# sram_rd_arbiter_flat

### Nets reached from selected ports, sram_rd_arbiter_flat

The bar under the picture is 20 um long.
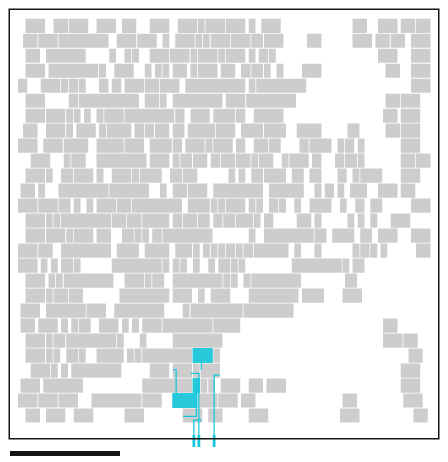
### Sequential cells colored by netlist name, sram_rd_arbiter_flat

The bar under the picture is 20 um long. Other sequential cells in the stronger gray, the rest of the logic in the fainter gray.
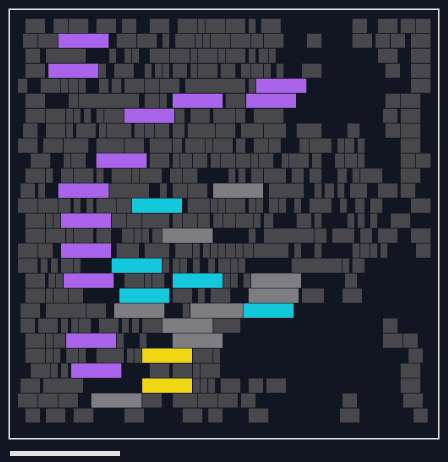
File: config.mk
export PLATFORM = sky130hd
export DESIGN_NAME = sram_rd_arbiter_flat
export DESIGN_NICKNAME = d
export VERILOG_FILES = /design/src/rtl/sram_rd_arbiter_if.sv /design/src/rtl/sram_rd_arbiter.sv /design/src/flat_wrapper.sv
export SDC_FILE = /design/constraint.sdc
export NUM_CORES = 1
export LEC_CHECK = 0
export ABC_AREA = 1
export CORE_UTILIZATION = 37
export DETAILED_ROUTE_END_ITERATION = 8
export GPL_TIMING_DRIVEN = 0
export PLACE_DENSITY = 0.83
export SLEW_MARGIN = 10
export SYNTH_ARGS = -nofsm -noshare
export SYNTH_HDL_FRONTEND = slang
export SYNTH_SLANG_ARGS = --single-unit
File: constraint.sdc
create_clock -name clk -period 2.65 [get_ports clk]
set_input_delay 0.265 -clock clk [delete_from_list [all_inputs] [get_ports clk]]
set_output_delay 0.265 -clock clk [all_outputs]
set_load 0.1 [all_outputs]
File: src/rtl/sram_rd_arbiter_if.sv
// Requester and SRAM bus bundle for the SRAM read arbiter.
// Valid/ready: a beat on requester i transfers in the cycle where req_valid[i] and req_ready[i] are
// both high. req_ready is combinational and never asserted without req_valid. Responses have no backpressure.
interface sram_rd_arbiter_if #(
    parameter int NUM_REQ = 3,
    parameter int ADDR_W  = 13,
    parameter int DATA_W  = 32
);
    logic [NUM_REQ-1:0]        req_valid;
    logic [NUM_REQ*ADDR_W-1:0] req_addr;
    logic [NUM_REQ-1:0]        req_lock;
    logic [NUM_REQ-1:0]        req_ready;
    logic [NUM_REQ-1:0]        rsp_valid;
    logic [DATA_W-1:0]         rsp_data;
    logic                      sram_rd_en;
    logic [ADDR_W-1:0]         sram_raddr;
    logic [DATA_W-1:0]         sram_rdata;

    modport slave (
        input  req_valid, req_addr, req_lock, sram_rdata,
        output req_ready, rsp_valid, rsp_data, sram_rd_en, sram_raddr
    );

    modport master (
        output req_valid, req_addr, req_lock, sram_rdata,
        input  req_ready, rsp_valid, rsp_data, sram_rd_en, sram_raddr
    );
endinterface

File: src/rtl/sram_rd_arbiter.sv
// Multi-requester read arbiter for a synchronous SRAM: round-robin or fixed priority,
// burst lock with idle timeout, fixed 2-cycle in-order response pipeline.
module sram_rd_arbiter #(
    parameter int NUM_REQ = 3,
    parameter int ADDR_W  = 13,
    parameter int DATA_W  = 32,
    parameter int LOCK_TO = 16
) (
    input  logic                clk,
    input  logic                rst_n,
    input  logic                prio_mode,
    sram_rd_arbiter_if.slave    bus,
    output logic [1:0]          grant_id,
    output logic                busy,
    output logic                dbg_state
);
    localparam int CNT_W = $clog2(LOCK_TO) + 1;

    typedef enum logic {ARB = 1'b0, LOCK = 1'b1} state_t;

    state_t             state_q, state_d;
    logic [1:0]         rr_ptr_q, rr_ptr_d;
    logic [1:0]         owner_q, owner_d;
    logic [1:0]         grant_id_q, grant_id_d;
    logic [CNT_W-1:0]   idle_cnt_q, idle_cnt_d;
    logic               rd_en_q, rd_en_d;
    logic [ADDR_W-1:0]  raddr_q, raddr_d;
    logic [1:0]         id1_q, id1_d;
    logic               v2_q, v2_d;
    logic [1:0]         id2_q, id2_d;

    logic               found;
    logic [1:0]         win;
    logic [1:0]         idx;
    logic [NUM_REQ-1:0] ready;

    function automatic logic [1:0] next_idx(input logic [1:0] i);
        return (int'(i) == NUM_REQ - 1) ? 2'd0 : i + 2'd1;
    endfunction

    // Winner search: locked owner only, else lowest index or first valid at/after rr_ptr.
    always_comb begin
        found = 1'b0;
        win   = 2'd0;
        idx   = 2'd0;
        if (state_q == LOCK) begin
            found = bus.req_valid[owner_q];
            win   = owner_q;
        end else begin
            for (int k = 0; k < NUM_REQ; k++) begin
                idx = prio_mode ? 2'(k) : 2'((int'(rr_ptr_q) + k) % NUM_REQ);
                if (!found && bus.req_valid[idx]) begin
                    found = 1'b1;
                    win   = idx;
                end
            end
        end
        ready = '0;
        if (found) ready[win] = 1'b1;
    end

    always_comb begin
        state_d    = state_q;
        rr_ptr_d   = rr_ptr_q;
        owner_d    = owner_q;
        grant_id_d = grant_id_q;
        idle_cnt_d = idle_cnt_q;
        rd_en_d    = found;
        raddr_d    = raddr_q;
        id1_d      = id1_q;
        v2_d       = rd_en_q;
        id2_d      = id1_q;
        if (found) begin
            raddr_d    = bus.req_addr[int'(win)*ADDR_W +: ADDR_W];
            id1_d      = win;
            grant_id_d = win;
            rr_ptr_d   = next_idx(win);
        end
        case (state_q)
            ARB: begin
                if (found && bus.req_lock[win]) begin
                    state_d    = LOCK;
                    owner_d    = win;
                    idle_cnt_d = '0;
                end
            end
            LOCK: begin
                if (found) begin
                    idle_cnt_d = '0;
                    if (!bus.req_lock[win]) state_d = ARB;
                end else if (idle_cnt_q == CNT_W'(LOCK_TO - 1)) begin
                    // Owner went quiet too long; free the bus and resume after it.
                    state_d    = ARB;
                    idle_cnt_d = '0;
                    rr_ptr_d   = next_idx(owner_q);
                end else begin
                    idle_cnt_d = idle_cnt_q + 1'b1;
                end
            end
            default: state_d = ARB;
        endcase
    end

    always_ff @(posedge clk or negedge rst_n) begin
        if (!rst_n) begin
            state_q    <= ARB;
            rr_ptr_q   <= 2'd0;
            owner_q    <= 2'd0;
            grant_id_q <= 2'd0;
            idle_cnt_q <= '0;
            rd_en_q    <= 1'b0;
            raddr_q    <= '0;
            id1_q      <= 2'd0;
            v2_q       <= 1'b0;
            id2_q      <= 2'd0;
        end else begin
            state_q    <= state_d;
            rr_ptr_q   <= rr_ptr_d;
            owner_q    <= owner_d;
            grant_id_q <= grant_id_d;
            idle_cnt_q <= idle_cnt_d;
            rd_en_q    <= rd_en_d;
            raddr_q    <= raddr_d;
            id1_q      <= id1_d;
            v2_q       <= v2_d;
            id2_q      <= id2_d;
        end
    end

    always_comb begin
        bus.rsp_valid = '0;
        if (v2_q) bus.rsp_valid[id2_q] = 1'b1;
    end

    assign bus.req_ready  = ready;
    assign bus.rsp_data   = bus.sram_rdata;
    assign bus.sram_rd_en = rd_en_q;
    assign bus.sram_raddr = raddr_q;
    assign grant_id       = grant_id_q;
    assign busy           = rd_en_q | v2_q | (state_q == LOCK);
    assign dbg_state      = state_q;
endmodule

File: src/flat_wrapper.sv
// flat-port wrapper written by rule: the top's interface ports become plain ports
module sram_rd_arbiter_flat 
#(
    parameter int NUM_REQ = 3,
    parameter int ADDR_W  = 13,
    parameter int DATA_W  = 32,
    parameter int LOCK_TO = 16
)
  (clk, rst_n, prio_mode, grant_id, busy, dbg_state, bus_req_valid, bus_req_addr, bus_req_lock, bus_sram_rdata, bus_req_ready, bus_rsp_valid, bus_rsp_data, bus_sram_rd_en, bus_sram_raddr);
  sram_rd_arbiter_if #(.NUM_REQ(NUM_REQ), .ADDR_W(ADDR_W), .DATA_W(DATA_W)) bus_i ();
  input  logic clk;
  input  logic rst_n;
  input  logic prio_mode;
  output logic [1:0] grant_id;
  output logic busy;
  output logic dbg_state;
  input wire logic [$bits(bus_i.req_valid)-1:0] bus_req_valid;
  input wire logic [$bits(bus_i.req_addr)-1:0] bus_req_addr;
  input wire logic [$bits(bus_i.req_lock)-1:0] bus_req_lock;
  input wire logic [$bits(bus_i.sram_rdata)-1:0] bus_sram_rdata;
  output wire logic [$bits(bus_i.req_ready)-1:0] bus_req_ready;
  output wire logic [$bits(bus_i.rsp_valid)-1:0] bus_rsp_valid;
  output wire logic [$bits(bus_i.rsp_data)-1:0] bus_rsp_data;
  output wire logic [$bits(bus_i.sram_rd_en)-1:0] bus_sram_rd_en;
  output wire logic [$bits(bus_i.sram_raddr)-1:0] bus_sram_raddr;
  assign bus_i.req_valid = bus_req_valid;
  assign bus_i.req_addr = bus_req_addr;
  assign bus_i.req_lock = bus_req_lock;
  assign bus_i.sram_rdata = bus_sram_rdata;
  assign bus_req_ready = bus_i.req_ready;
  assign bus_rsp_valid = bus_i.rsp_valid;
  assign bus_rsp_data = bus_i.rsp_data;
  assign bus_sram_rd_en = bus_i.sram_rd_en;
  assign bus_sram_raddr = bus_i.sram_raddr;
  sram_rd_arbiter #(.NUM_REQ(NUM_REQ), .ADDR_W(ADDR_W), .DATA_W(DATA_W), .LOCK_TO(LOCK_TO)) u_core (.clk(clk), .rst_n(rst_n), .prio_mode(prio_mode), .bus(bus_i), .grant_id(grant_id), .busy(busy), .dbg_state(dbg_state));
endmodule
==> flow_metrics.tcl <==
# place-and-route summary
set metrics [dict create \
    clk_latency_ps 280 \
    critPathCaptureType "primary output" \
    gp_congestion 0.820 \
    n_antenna_cell 0 \
    p_clk_uw 555 \
    area_growth_pct 70.5 \
    power_density_mw_per_mm2 1540 \
    antenna_found_initial 0 \
    min_period_ps 2510 \
    hold_path_class "primary input to asynchronous set/reset pin" \
    mostFrequentLayoutCells "clkdlybuf4s50_1 (99), nand2_1 (83), buf_4 (52)" \
    startpoint_type "register" \
    dr_total_vias 2295 \
    relSlewSlack 0.339 \
    synth_cells 272 \
    lay_top_count "clkdlybuf4s50_1" \
    crit_fanout 5 \
    status "completed" \
    startpoint "u_core.rr_ptr_q[0]" \
    remaining_drc_errors 0 \
    ir_worst_vdd_mv 1.18 \
    comb_cells 184 \
    ys_cells 272 \
    synthMuxAreaShare 0 \
    warnings 28 \
    dpl.cell_count 447 \
    crit_buf_inv 4 \
    syn_nets 355 \
    root_buffer "clkbuf_8" \
]
Notes on 'Nets reached from selected ports' of sram_rd_arbiter_flat above:
Key: cyan = bus_rsp_valid [bits 3, direction output, edge bottom, end cells 3, buffers 3, wire 43.0 um]

Notes on 'Sequential cells colored by netlist name' of sram_rd_arbiter_flat above:
Key: cyan = u_core.idle_cnt_q [sequential cells 5]; purple = u_core.bus.sram_raddr [sequential cells 13]; yellow = u_core.id2_q [sequential cells 2]
Another 9 sequential cells are not colored.

-- routing by layer --
metal  share of wire  up-vias  GRT usage
met3           0.092       20     0.0600
met5               0        -          0
li1                -     1094          -
met4           0.032        0     0.0792
met1            0.37     1064      0.200
met2            0.51      117      0.361
-- sequential cells by signal (all words and copies together) (netlist names) --
| signal | flops |
|---|---|
| u_core.dbg_state | 1 |
| u_core.bus.sram_raddr | 13 |
| u_core.owner_q | 2 |
| u_core.v2_q | 1 |
| u_core.bus.sram_rd_en | 1 |
| u_core.grant_id | 2 |
| u_core.idle_cnt_q | 5 |
| u_core.id2_q | 2 |
| u_core.rr_ptr_q | 2 |

# echo_pulse_timer

## src/rtl/echo_timer_pkg.sv

```systemverilog
// Shared definitions for the echo pulse-width timer: channel FSM states,
// synchroniser depth and the default timeout.
package echo_timer_pkg;

  typedef enum logic [1:0] {
    ST_IDLE      = 2'd0,
    ST_WAIT_RISE = 2'd1,
    ST_MEASURE   = 2'd2
  } state_t;

  localparam int SYNC_STAGES        = 2;
  localparam int DEFAULT_TIMEOUT_US = 30000;

endpackage

```

## src/rtl/echo_channel.sv

```systemverilog
// One echo channel: input synchroniser, edge detect, measurement FSM and counters.
// Optional ECHO_GLITCH_FILTER_EN requires two consecutive low cycles to end a pulse.
module echo_channel
  import echo_timer_pkg::*;
#(
  parameter int WIDTH      = 16,
  parameter int TIMEOUT_US = DEFAULT_TIMEOUT_US
) (
  input  logic             clk_1mhz,
  input  logic             reset,
  input  logic             arm,
  input  logic             echo_in,
  output logic [WIDTH-1:0] meas_us,
  output logic             meas_valid,
  output logic             meas_timeout,
  output logic             busy
);

  localparam logic [WIDTH-1:0] CNT_MAX  = '1;
  localparam logic [WIDTH-1:0] TMO_LAST = WIDTH'(TIMEOUT_US - 1);

  logic [SYNC_STAGES-1:0] sync;
  logic                   echo_s;
  logic                   echo_d;
  logic                   rise;
  logic                   tmo_hit;
  state_t                 state;
  logic [WIDTH-1:0]       tmo_cnt;
  logic [WIDTH-1:0]       width_cnt;
`ifdef ECHO_GLITCH_FILTER_EN
  logic                   low_seen;
`endif

  assign echo_s  = sync[SYNC_STAGES-1];
  assign rise    = echo_s & ~echo_d;
  assign tmo_hit = (tmo_cnt == TMO_LAST);

  function automatic logic [WIDTH-1:0] sat_add(input logic [WIDTH-1:0] v,
                                               input logic [1:0]       step);
    logic [WIDTH:0] sum;
    sum = {1'b0, v} + {{(WIDTH-1){1'b0}}, step};
    return sum[WIDTH] ? CNT_MAX : sum[WIDTH-1:0];
  endfunction

  always_ff @(posedge clk_1mhz or posedge reset) begin
    if (reset) begin
      sync   <= '0;
      echo_d <= 1'b0;
    end else begin
      sync   <= {sync[SYNC_STAGES-2:0], echo_in};
      echo_d <= echo_s;
    end
  end

  // The timeout check sits ahead of every other transition so it wins over a
  // falling edge arriving in the same cycle.
  always_ff @(posedge clk_1mhz or posedge reset) begin
    if (reset) begin
      state        <= ST_IDLE;
      tmo_cnt      <= '0;
      width_cnt    <= '0;
      meas_us      <= '0;
      meas_valid   <= 1'b0;
      meas_timeout <= 1'b0;
      busy         <= 1'b0;
`ifdef ECHO_GLITCH_FILTER_EN
      low_seen     <= 1'b0;
`endif
    end else begin
      meas_valid   <= 1'b0;
      meas_timeout <= 1'b0;
      case (state)
        ST_IDLE: begin
          if (arm) begin
            state   <= ST_WAIT_RISE;
            tmo_cnt <= '0;
            busy    <= 1'b1;
          end
        end
        ST_WAIT_RISE: begin
          if (tmo_hit) begin
            state        <= ST_IDLE;
            meas_timeout <= 1'b1;
            meas_us      <= CNT_MAX;
            busy         <= 1'b0;
          end else begin
            tmo_cnt <= tmo_cnt + WIDTH'(1);
            if (rise) begin
              state     <= ST_MEASURE;
              width_cnt <= WIDTH'(1);
`ifdef ECHO_GLITCH_FILTER_EN
              low_seen  <= 1'b0;
`endif
            end
          end
        end
        ST_MEASURE: begin
          if (tmo_hit) begin
            state        <= ST_IDLE;
            meas_timeout <= 1'b1;
            meas_us      <= CNT_MAX;
            busy         <= 1'b0;
          end else begin
            tmo_cnt <= tmo_cnt + WIDTH'(1);
`ifdef ECHO_GLITCH_FILTER_EN
            // A lone low cycle is a glitch: it is credited back as high time
            // once the echo returns, so the count skips ahead by two.
            if (echo_s) begin
              width_cnt <= sat_add(width_cnt, low_seen ? 2'd2 : 2'd1);
              low_seen  <= 1'b0;
            end else if (!low_seen) begin
              low_seen <= 1'b1;
            end else begin
              state      <= ST_IDLE;
              meas_us    <= width_cnt;
              meas_valid <= 1'b1;
              busy       <= 1'b0;
              low_seen   <= 1'b0;
            end
`else
            if (echo_s) begin
              width_cnt <= sat_add(width_cnt, 2'd1);
            end else begin
              state      <= ST_IDLE;
              meas_us    <= width_cnt;
              meas_valid <= 1'b1;
              busy       <= 1'b0;
            end
`endif
          end
        end
        default: begin
          state <= ST_IDLE;
          busy  <= 1'b0;
        end
      endcase
    end
  end

endmodule

```

## src/rtl/echo_pulse_timer.sv

```systemverilog
// Multi-channel microsecond echo pulse-width timer; replicates echo_channel and
// packs the per-channel results. Honours ECHO_GLITCH_FILTER_EN via echo_channel.
module echo_pulse_timer
  import echo_timer_pkg::*;
#(
  parameter int NUM_CH     = 4,
  parameter int WIDTH      = 16,
  parameter int TIMEOUT_US = DEFAULT_TIMEOUT_US
) (
  input  logic                    clk_1mhz,
  input  logic                    reset,
  input  logic [NUM_CH-1:0]       arm,
  input  logic [NUM_CH-1:0]       echo_in,
  output logic [NUM_CH*WIDTH-1:0] meas_us,
  output logic [NUM_CH-1:0]       meas_valid,
  output logic [NUM_CH-1:0]       meas_timeout,
  output logic [NUM_CH-1:0]       busy
);

  for (genvar i = 0; i < NUM_CH; i++) begin : g_ch
    echo_channel #(
      .WIDTH      (WIDTH),
      .TIMEOUT_US (TIMEOUT_US)
    ) u_ch (
      .clk_1mhz     (clk_1mhz),
      .reset        (reset),
      .arm          (arm[i]),
      .echo_in      (echo_in[i]),
      .meas_us      (meas_us[i*WIDTH +: WIDTH]),
      .meas_valid   (meas_valid[i]),
      .meas_timeout (meas_timeout[i]),
      .busy         (busy[i])
    );
  end

endmodule

```

## config.mk

```make
export PLATFORM = sky130hd
export DESIGN_NAME = echo_pulse_timer
export DESIGN_NICKNAME = d
export VERILOG_FILES = /design/src/rtl/echo_timer_pkg.sv /design/src/rtl/echo_channel.sv /design/src/rtl/echo_pulse_timer.sv
export SDC_FILE = /design/constraint.sdc
export NUM_CORES = 1
export LEC_CHECK = 0
export CORE_MARGIN = 5
export CORE_UTILIZATION = 59
export CTS_BUF_LIST = sky130_fd_sc_hd__clkbuf_16
export DETAILED_ROUTE_END_ITERATION = 8
export GPL_TIMING_DRIVEN = 0
export PLACE_DENSITY = 0.82
export SYNTH_ARGS = -nofsm -noshare
export SYNTH_HDL_FRONTEND = slang
export SYNTH_SLANG_ARGS = --single-unit
```

## constraint.sdc

```tcl
create_clock -name clk_1mhz -period 9.65 [get_ports clk_1mhz]
set_clock_uncertainty 0.15 [all_clocks]
set_input_delay 0.965 -clock clk_1mhz [delete_from_list [all_inputs] [get_ports clk_1mhz]]
set_output_delay 0.965 -clock clk_1mhz [all_outputs]
set_load 0.02 [all_outputs]
```

### Wiring by layer, echo_pulse_timer

Only two layers are drawn.
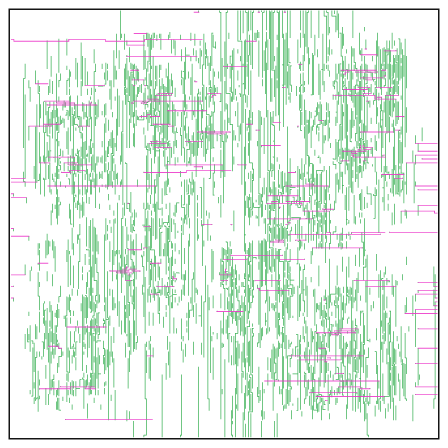
Key: green = met2 [wire length 13700 um]; magenta = met3 [wire length 1360 um]

### Metal 1, echo_pulse_timer

The bar under the picture is 50 um long. Supply wires on this layer in gray.
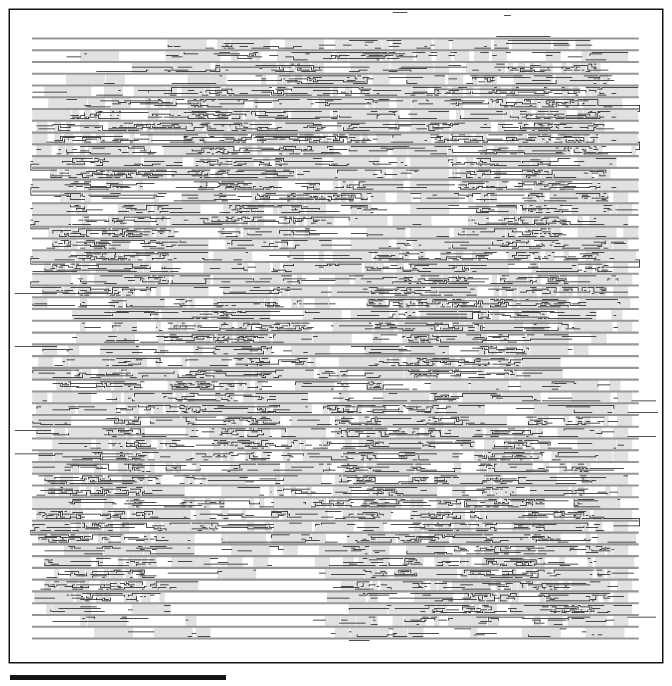
The layer holds 43% of the routed length. The layer carries 12000 um of wire.

==> flow_metrics.tcl <==
# place-and-route summary
set metrics [dict create \
    finalWirelength_um 27900 \
    clockBufferDepth 3 \
    topCellsByArea "dfrtp_1 (48%), o21ai_0 (6.6%), nor2_1 (4.9%)" \
    async_flop_share 1.00 \
    synthMuxAreaShare 0.00867 \
    ir_worst_vdd_mv 0.220 \
    ys_ff 224 \
    yosysMostFrequentCell "dfrtp_1" \
    ys_chip_area_mm2 0.0117 \
    drt_iter0_drc 924 \
    p_seq_uw 1260 \
    drv_slew 0 \
    reg_top3 "g_ch.u_ch.meas_us: 64 flops, g_ch.u_ch.tmo_cnt: 64 flops, g_ch.u_ch.width_cnt: 64 flops" \
    switching_share 0.418 \
    combPwrFrac 0.459 \
    synthXorXnorAreaFrac 0 \
    clk_latency_ps 510 \
    dp_hpwl_um 18800 \
    finalPower_uw 4060 \
    remaining_drc_errors 0 \
    clockPowerShare 0.230 \
    topCombFamilyByArea "simple AND/OR/NAND/NOR gates" \
    hold_ws_ps 198 \
    io_pins 86 \
    hold_path_class "register to register" \
    worstSetupPathType "register to register" \
    status "completed" \
    simple_gate_share 0.232 \
]
### Sequential cells colored by netlist name, echo_pulse_timer

The bar under the picture is 50 um long. Other sequential cells in the stronger gray, the rest of the logic in the fainter gray.
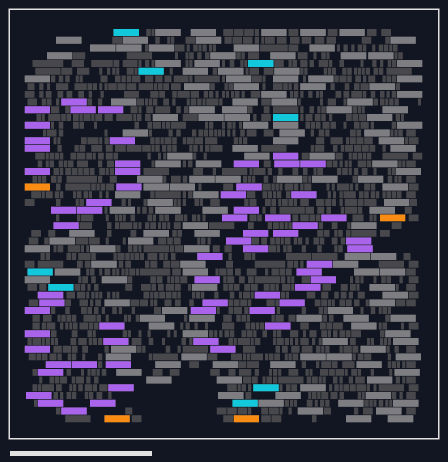
Key: cyan = g_ch.u_ch.sync [sequential cells 8]; orange = g_ch.u_ch.meas_timeout [sequential cells 4]; purple = g_ch.u_ch.tmo_cnt [sequential cells 64]
Another 148 sequential cells are not colored.

[area by class of cell]
| type | count | area (um^2) |
|---|---|---|
| sequential | 224 | 5610 |
| clock buffer | 25 | 626 |
| fill | 1516 | 5770 |
| inverter | 47 | 184 |
| buffer | 76 | 349 |
| clock inverter | 15 | 166 |
| multi-input combinational | 978 | 5560 |
| tap | 265 | 332 |
| timing repair buffer | 86 | 878 |
[critical path: stages (launching register included)]
cell,delay [ps]
dfrtp_1,450
or4_4,540
nor4_1,910
o21ai_1,420
clkbuf_1,320
nand2_1,130
o21ai_1,80

# hqm_aw_tx_sync_mc

## src/rtl/hqm_aw_tx_sync_mc_pkg.sv

```systemverilog
// Shared limits and the round-robin pick helper for the multi-channel tx sync buffer.
package hqm_aw_tx_sync_mc_pkg;

    localparam int MAX_CH    = 16;
    localparam int MAX_DEPTH = 8;
    localparam int IDX_W     = $clog2(MAX_CH);

    typedef struct packed {
        logic             vld;
        logic [IDX_W-1:0] idx;
    } rr_grant_t;

    // Scans req from ptr upward over n channels, wrapping; lowest offset wins.
    function automatic rr_grant_t rr_pick(input logic [MAX_CH-1:0] req,
                                          input logic [IDX_W-1:0]  ptr,
                                          input int unsigned       n);
        rr_grant_t   g;
        int unsigned idx;
        g = '0;
        for (int i = MAX_CH - 1; i >= 0; i--) begin
            idx = (int'(ptr) + i) % n;
            if ((i < int'(n)) && req[idx]) begin
                g.vld = 1'b1;
                g.idx = idx[IDX_W-1:0];
            end
        end
        return g;
    endfunction

endpackage

```

## src/rtl/hqm_aw_tx_sync_mc_fifo.sv

```systemverilog
// Per-channel DEPTH-entry FIFO: regfile, wrapping pointers, occupancy counter.
module hqm_aw_tx_sync_mc_fifo
    import hqm_aw_tx_sync_mc_pkg::*;
#(
    parameter int WIDTH = 32,
    parameter int DEPTH = 2,
    parameter int CNT_W = $clog2(DEPTH + 1)
) (
    input  logic             clk,
    input  logic             rst,
    input  logic             push,
    input  logic             pop,
    input  logic [WIDTH-1:0] wdata,
    output logic [WIDTH-1:0] rdata,
    output logic [CNT_W-1:0] occ,
    output logic             full,
    output logic             empty
);

    localparam int PTR_W = (DEPTH > 1) ? $clog2(DEPTH) : 1;

    logic [WIDTH-1:0] mem [DEPTH];
    logic [PTR_W-1:0] wr_ptr;
    logic [PTR_W-1:0] rd_ptr;
    logic             do_push;
    logic             do_pop;

    function automatic logic [PTR_W-1:0] ptr_inc(input logic [PTR_W-1:0] p);
        return (p == PTR_W'(DEPTH - 1)) ? '0 : p + 1'b1;
    endfunction

    assign full    = (occ == CNT_W'(DEPTH));
    assign empty   = (occ == '0);
    // A full FIFO refuses a push even when the head is popped in the same cycle.
    assign do_push = push && !full;
    assign do_pop  = pop && !empty;
    assign rdata   = mem[rd_ptr];

    always_ff @(posedge clk) begin
        if (rst) begin
            wr_ptr <= '0;
            rd_ptr <= '0;
            occ    <= '0;
            for (int i = 0; i < DEPTH; i++) begin
                mem[i] <= '0;
            end
        end else begin
            if (do_push) begin
                mem[wr_ptr] <= wdata;
                wr_ptr      <= ptr_inc(wr_ptr);
            end
            if (do_pop) begin
                rd_ptr <= ptr_inc(rd_ptr);
            end
            if (do_push && !do_pop) begin
                occ <= occ + 1'b1;
            end else if (!do_push && do_pop) begin
                occ <= occ - 1'b1;
            end
        end
    end

endmodule

```

## src/rtl/hqm_aw_tx_sync_mc.sv

```systemverilog
// Multi-channel tx sync buffer: per-channel FIFOs merged by a round-robin arbiter.
// Define HQM_AW_TX_SYNC_MC_PRIO_EN to give channel 0 strict priority over the RR group.
module hqm_aw_tx_sync_mc
    import hqm_aw_tx_sync_mc_pkg::*;
#(
    parameter int NUM_CH = 4,
    parameter int WIDTH  = 32,
    parameter int DEPTH  = 2,
    parameter int CH_W   = (NUM_CH > 1) ? $clog2(NUM_CH) : 1,
    parameter int CNT_W  = $clog2(DEPTH + 1)
) (
    input  logic                    hqm_gated_clk,
    input  logic                    hqm_gated_rst,
    input  logic                    rst_prep,
    input  logic [NUM_CH-1:0]       in_valid,
    output logic [NUM_CH-1:0]       in_ready,
    input  logic [NUM_CH*WIDTH-1:0] in_data,
    output logic                    out_valid,
    input  logic                    out_ready,
    output logic [WIDTH-1:0]        out_data,
    output logic [CH_W-1:0]         out_ch,
    output logic [NUM_CH*CNT_W-1:0] occupancy,
    output logic [2:0]              status,
    output logic                    idle
);

    logic [NUM_CH-1:0] full;
    logic [NUM_CH-1:0] empty;
    logic [NUM_CH-1:0] nonempty;
    logic [NUM_CH-1:0] push;
    logic [NUM_CH-1:0] pop;
    logic [WIDTH-1:0]  head [NUM_CH];
    logic [CNT_W-1:0]  occ  [NUM_CH];

    logic              any_full;
    logic              any_nonempty;
    logic              fire;
    logic              err_sticky;
    logic [CH_W-1:0]   rr_ptr;
    logic [CH_W-1:0]   grant_ch;
    logic              rr_adv;
    logic [MAX_CH-1:0] req_ext;
    rr_grant_t         pick;

    // Grant captured while the output is stalled so a late-arriving channel
    // cannot displace the word already presented.
    logic              hold_vld;
    logic [CH_W-1:0]   hold_ch;

    genvar c;
    generate
        for (c = 0; c < NUM_CH; c++) begin : g_ch
            hqm_aw_tx_sync_mc_fifo #(
                .WIDTH (WIDTH),
                .DEPTH (DEPTH),
                .CNT_W (CNT_W)
            ) u_fifo (
                .clk   (hqm_gated_clk),
                .rst   (hqm_gated_rst),
                .push  (push[c]),
                .pop   (pop[c]),
                .wdata (in_data[c*WIDTH +: WIDTH]),
                .rdata (head[c]),
                .occ   (occ[c]),
                .full  (full[c]),
                .empty (empty[c])
            );
            assign occupancy[c*CNT_W +: CNT_W] = occ[c];
        end
    endgenerate

    assign nonempty     = ~empty;
    assign any_full     = |full;
    assign any_nonempty = |nonempty;

    // in_ready depends only on registered occupancy and rst_prep.
    assign in_ready = ~full & {NUM_CH{!rst_prep}};
    assign push     = in_valid & in_ready;

    always_comb begin
        req_ext             = '0;
        req_ext[NUM_CH-1:0] = nonempty;
        pick                = '0;
        rr_adv              = 1'b1;
`ifdef HQM_AW_TX_SYNC_MC_PRIO_EN
        if (nonempty[0]) begin
            pick.vld = 1'b1;
            pick.idx = '0;
            rr_adv   = 1'b0;
        end else begin
            pick = rr_pick(req_ext & ~MAX_CH'(1), IDX_W'(rr_ptr), NUM_CH);
        end
`else
        pick = rr_pick(req_ext, IDX_W'(rr_ptr), NUM_CH);
`endif
        grant_ch = hold_vld ? hold_ch : CH_W'(pick.idx % NUM_CH);
    end

    assign out_valid = pick.vld && !rst_prep;
    assign out_ch    = grant_ch;
    assign out_data  = head[grant_ch];
    assign fire      = out_valid && out_ready;

    always_comb begin
        pop = '0;
        if (fire) begin
            pop[grant_ch] = 1'b1;
        end
    end

    always_ff @(posedge hqm_gated_clk) begin
        if (hqm_gated_rst) begin
            rr_ptr     <= '0;
            err_sticky <= 1'b0;
            hold_vld   <= 1'b0;
            hold_ch    <= '0;
        end else begin
            if (fire && (!hold_vld || rr_adv || grant_ch != '0)) begin
`ifdef HQM_AW_TX_SYNC_MC_PRIO_EN
                if (grant_ch != '0) begin
                    rr_ptr <= (grant_ch == CH_W'(NUM_CH - 1)) ? '0 : grant_ch + 1'b1;
                end
`else
                rr_ptr <= (grant_ch == CH_W'(NUM_CH - 1)) ? '0 : grant_ch + 1'b1;
`endif
            end
            err_sticky <= err_sticky | (rst_prep && |in_valid);
            hold_vld   <= out_valid && !out_ready;
            hold_ch    <= grant_ch;
        end
    end

    assign status = {err_sticky, any_full, any_nonempty};
    assign idle   = !any_nonempty && !rst_prep;

endmodule

```

## config.mk

```make
export PLATFORM = sky130hd
export DESIGN_NAME = hqm_aw_tx_sync_mc
export DESIGN_NICKNAME = d
export VERILOG_FILES = /design/src/rtl/hqm_aw_tx_sync_mc_pkg.sv /design/src/rtl/hqm_aw_tx_sync_mc_fifo.sv /design/src/rtl/hqm_aw_tx_sync_mc.sv
export SDC_FILE = /design/constraint.sdc
export NUM_CORES = 1
export LEC_CHECK = 0
export CORE_MARGIN = 1.5
export CORE_UTILIZATION = 59
export DETAILED_ROUTE_END_ITERATION = 8
export HOLD_SLACK_MARGIN = 0.06
export MAX_ROUTING_LAYER = met4
export PLACE_DENSITY = 0.85
export SYNTH_ARGS = -nofsm -noshare
export SYNTH_HDL_FRONTEND = slang
export SYNTH_SLANG_ARGS = --single-unit
export TNS_END_PERCENT = 100
```

## constraint.sdc

```tcl
create_clock -name hqm_gated_clk -period 10.47 [get_ports hqm_gated_clk]
set_input_delay 3.141 -clock hqm_gated_clk [delete_from_list [all_inputs] [get_ports hqm_gated_clk]]
set_output_delay 3.141 -clock hqm_gated_clk [all_outputs]
set_load 0.01 [all_outputs]
```

### Metal 1, hqm_aw_tx_sync_mc

The bar under the picture is 50 um long. Supply wires on this layer in gray.
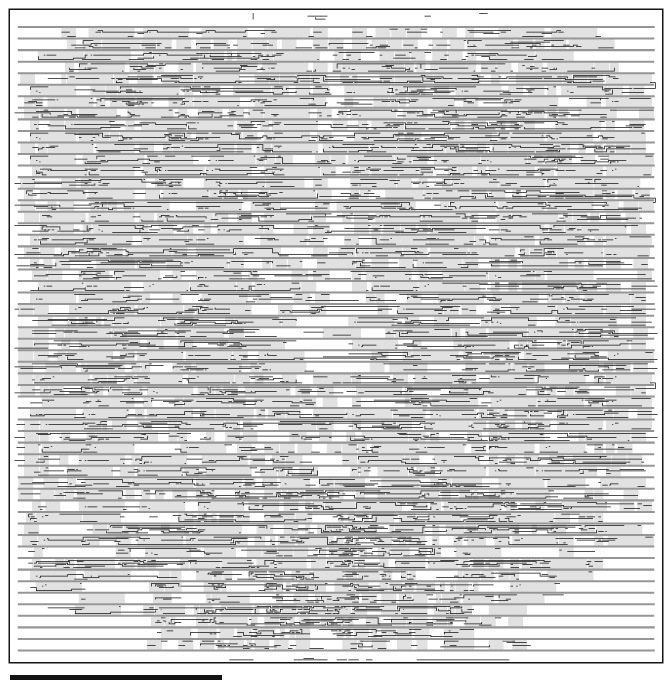
The layer carries 12900 um of wire. The wires run mostly horizontal. 1200 nets have wire on it. The longest straight run is 78.2 um.

### Routing congestion map, hqm_aw_tx_sync_mc

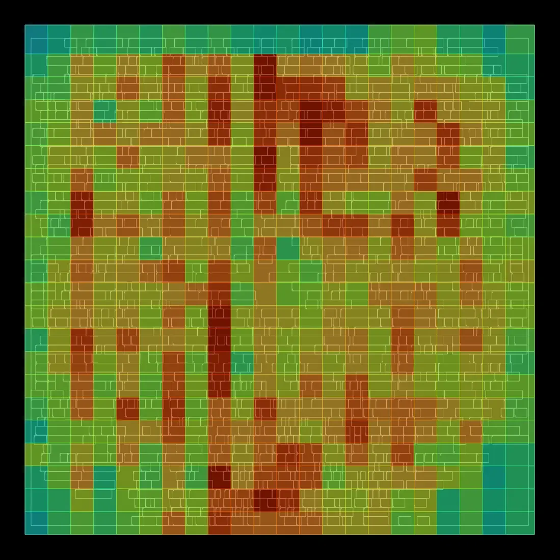
met3 Usage GRT: 0.0324
drt wl/cell: 20.9 um

==> flow_metrics.tcl <==
# place-and-route summary
set metrics [dict create \
    status "completed" \
    grt_max_degree 43 \
    topCellsByArea "edfxtp_1 (57%), mux2i_1 (14%), and2_1 (12%)" \
    fp_util 0.608 \
    dominant_cells "flip-flops and latches" \
    grt_first_pass_wirelength_um 45900 \
    syn_nets 1109 \
    fmax_mhz 130 \
    pg_comb_uw 747 \
    ir_worst_vdd_mv 0.118 \
    min_period_ps 7670 \
    ys_seq_share 0.613 \
    largest_reg_flops 256 \
    detail-route-antenna-nets 0 \
    fin_area_mm2 0.0164 \
]
### Sequential cells colored by netlist name, hqm_aw_tx_sync_mc

The bar under the picture is 50 um long. Other sequential cells in the stronger gray, the rest of the logic in the fainter gray.
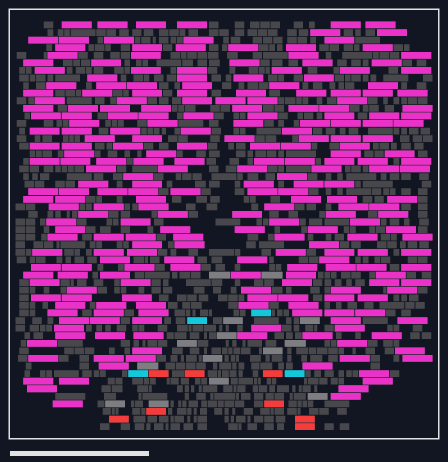
Key: cyan = g_ch.u_fifo.rd_ptr [sequential cells 4, where bottom middle]; magenta = g_ch.u_fifo.mem [sequential cells 256, where all over the die]; red = g_ch.u_fifo.occ [sequential cells 8, where bottom middle]
Another 14 sequential cells are not colored.

-- cells by family (layout without fill, tap and decap cells) --
logic type / Yosys count / in the layout / synth area share
compound gates: 41 / 41 / 0.0220
xor+xnor: 13 / 13 / 0.00851
fa+ha+maj: 5 / 5 / 0.00467
buf+inv: 79 / 272 / 0.0311
flops: 282 / 282 / 0.613
mux: 229 / 229 / 0.175
other cells: 0 / 1 / 0
simple gates: 319 / 319 / 0.146
-- worst max-delay path, delay by kind of cell --
family                 cells  cell delay (ps)
AND-OR/OR-AND              1              250
buffers and inverters      2             1140

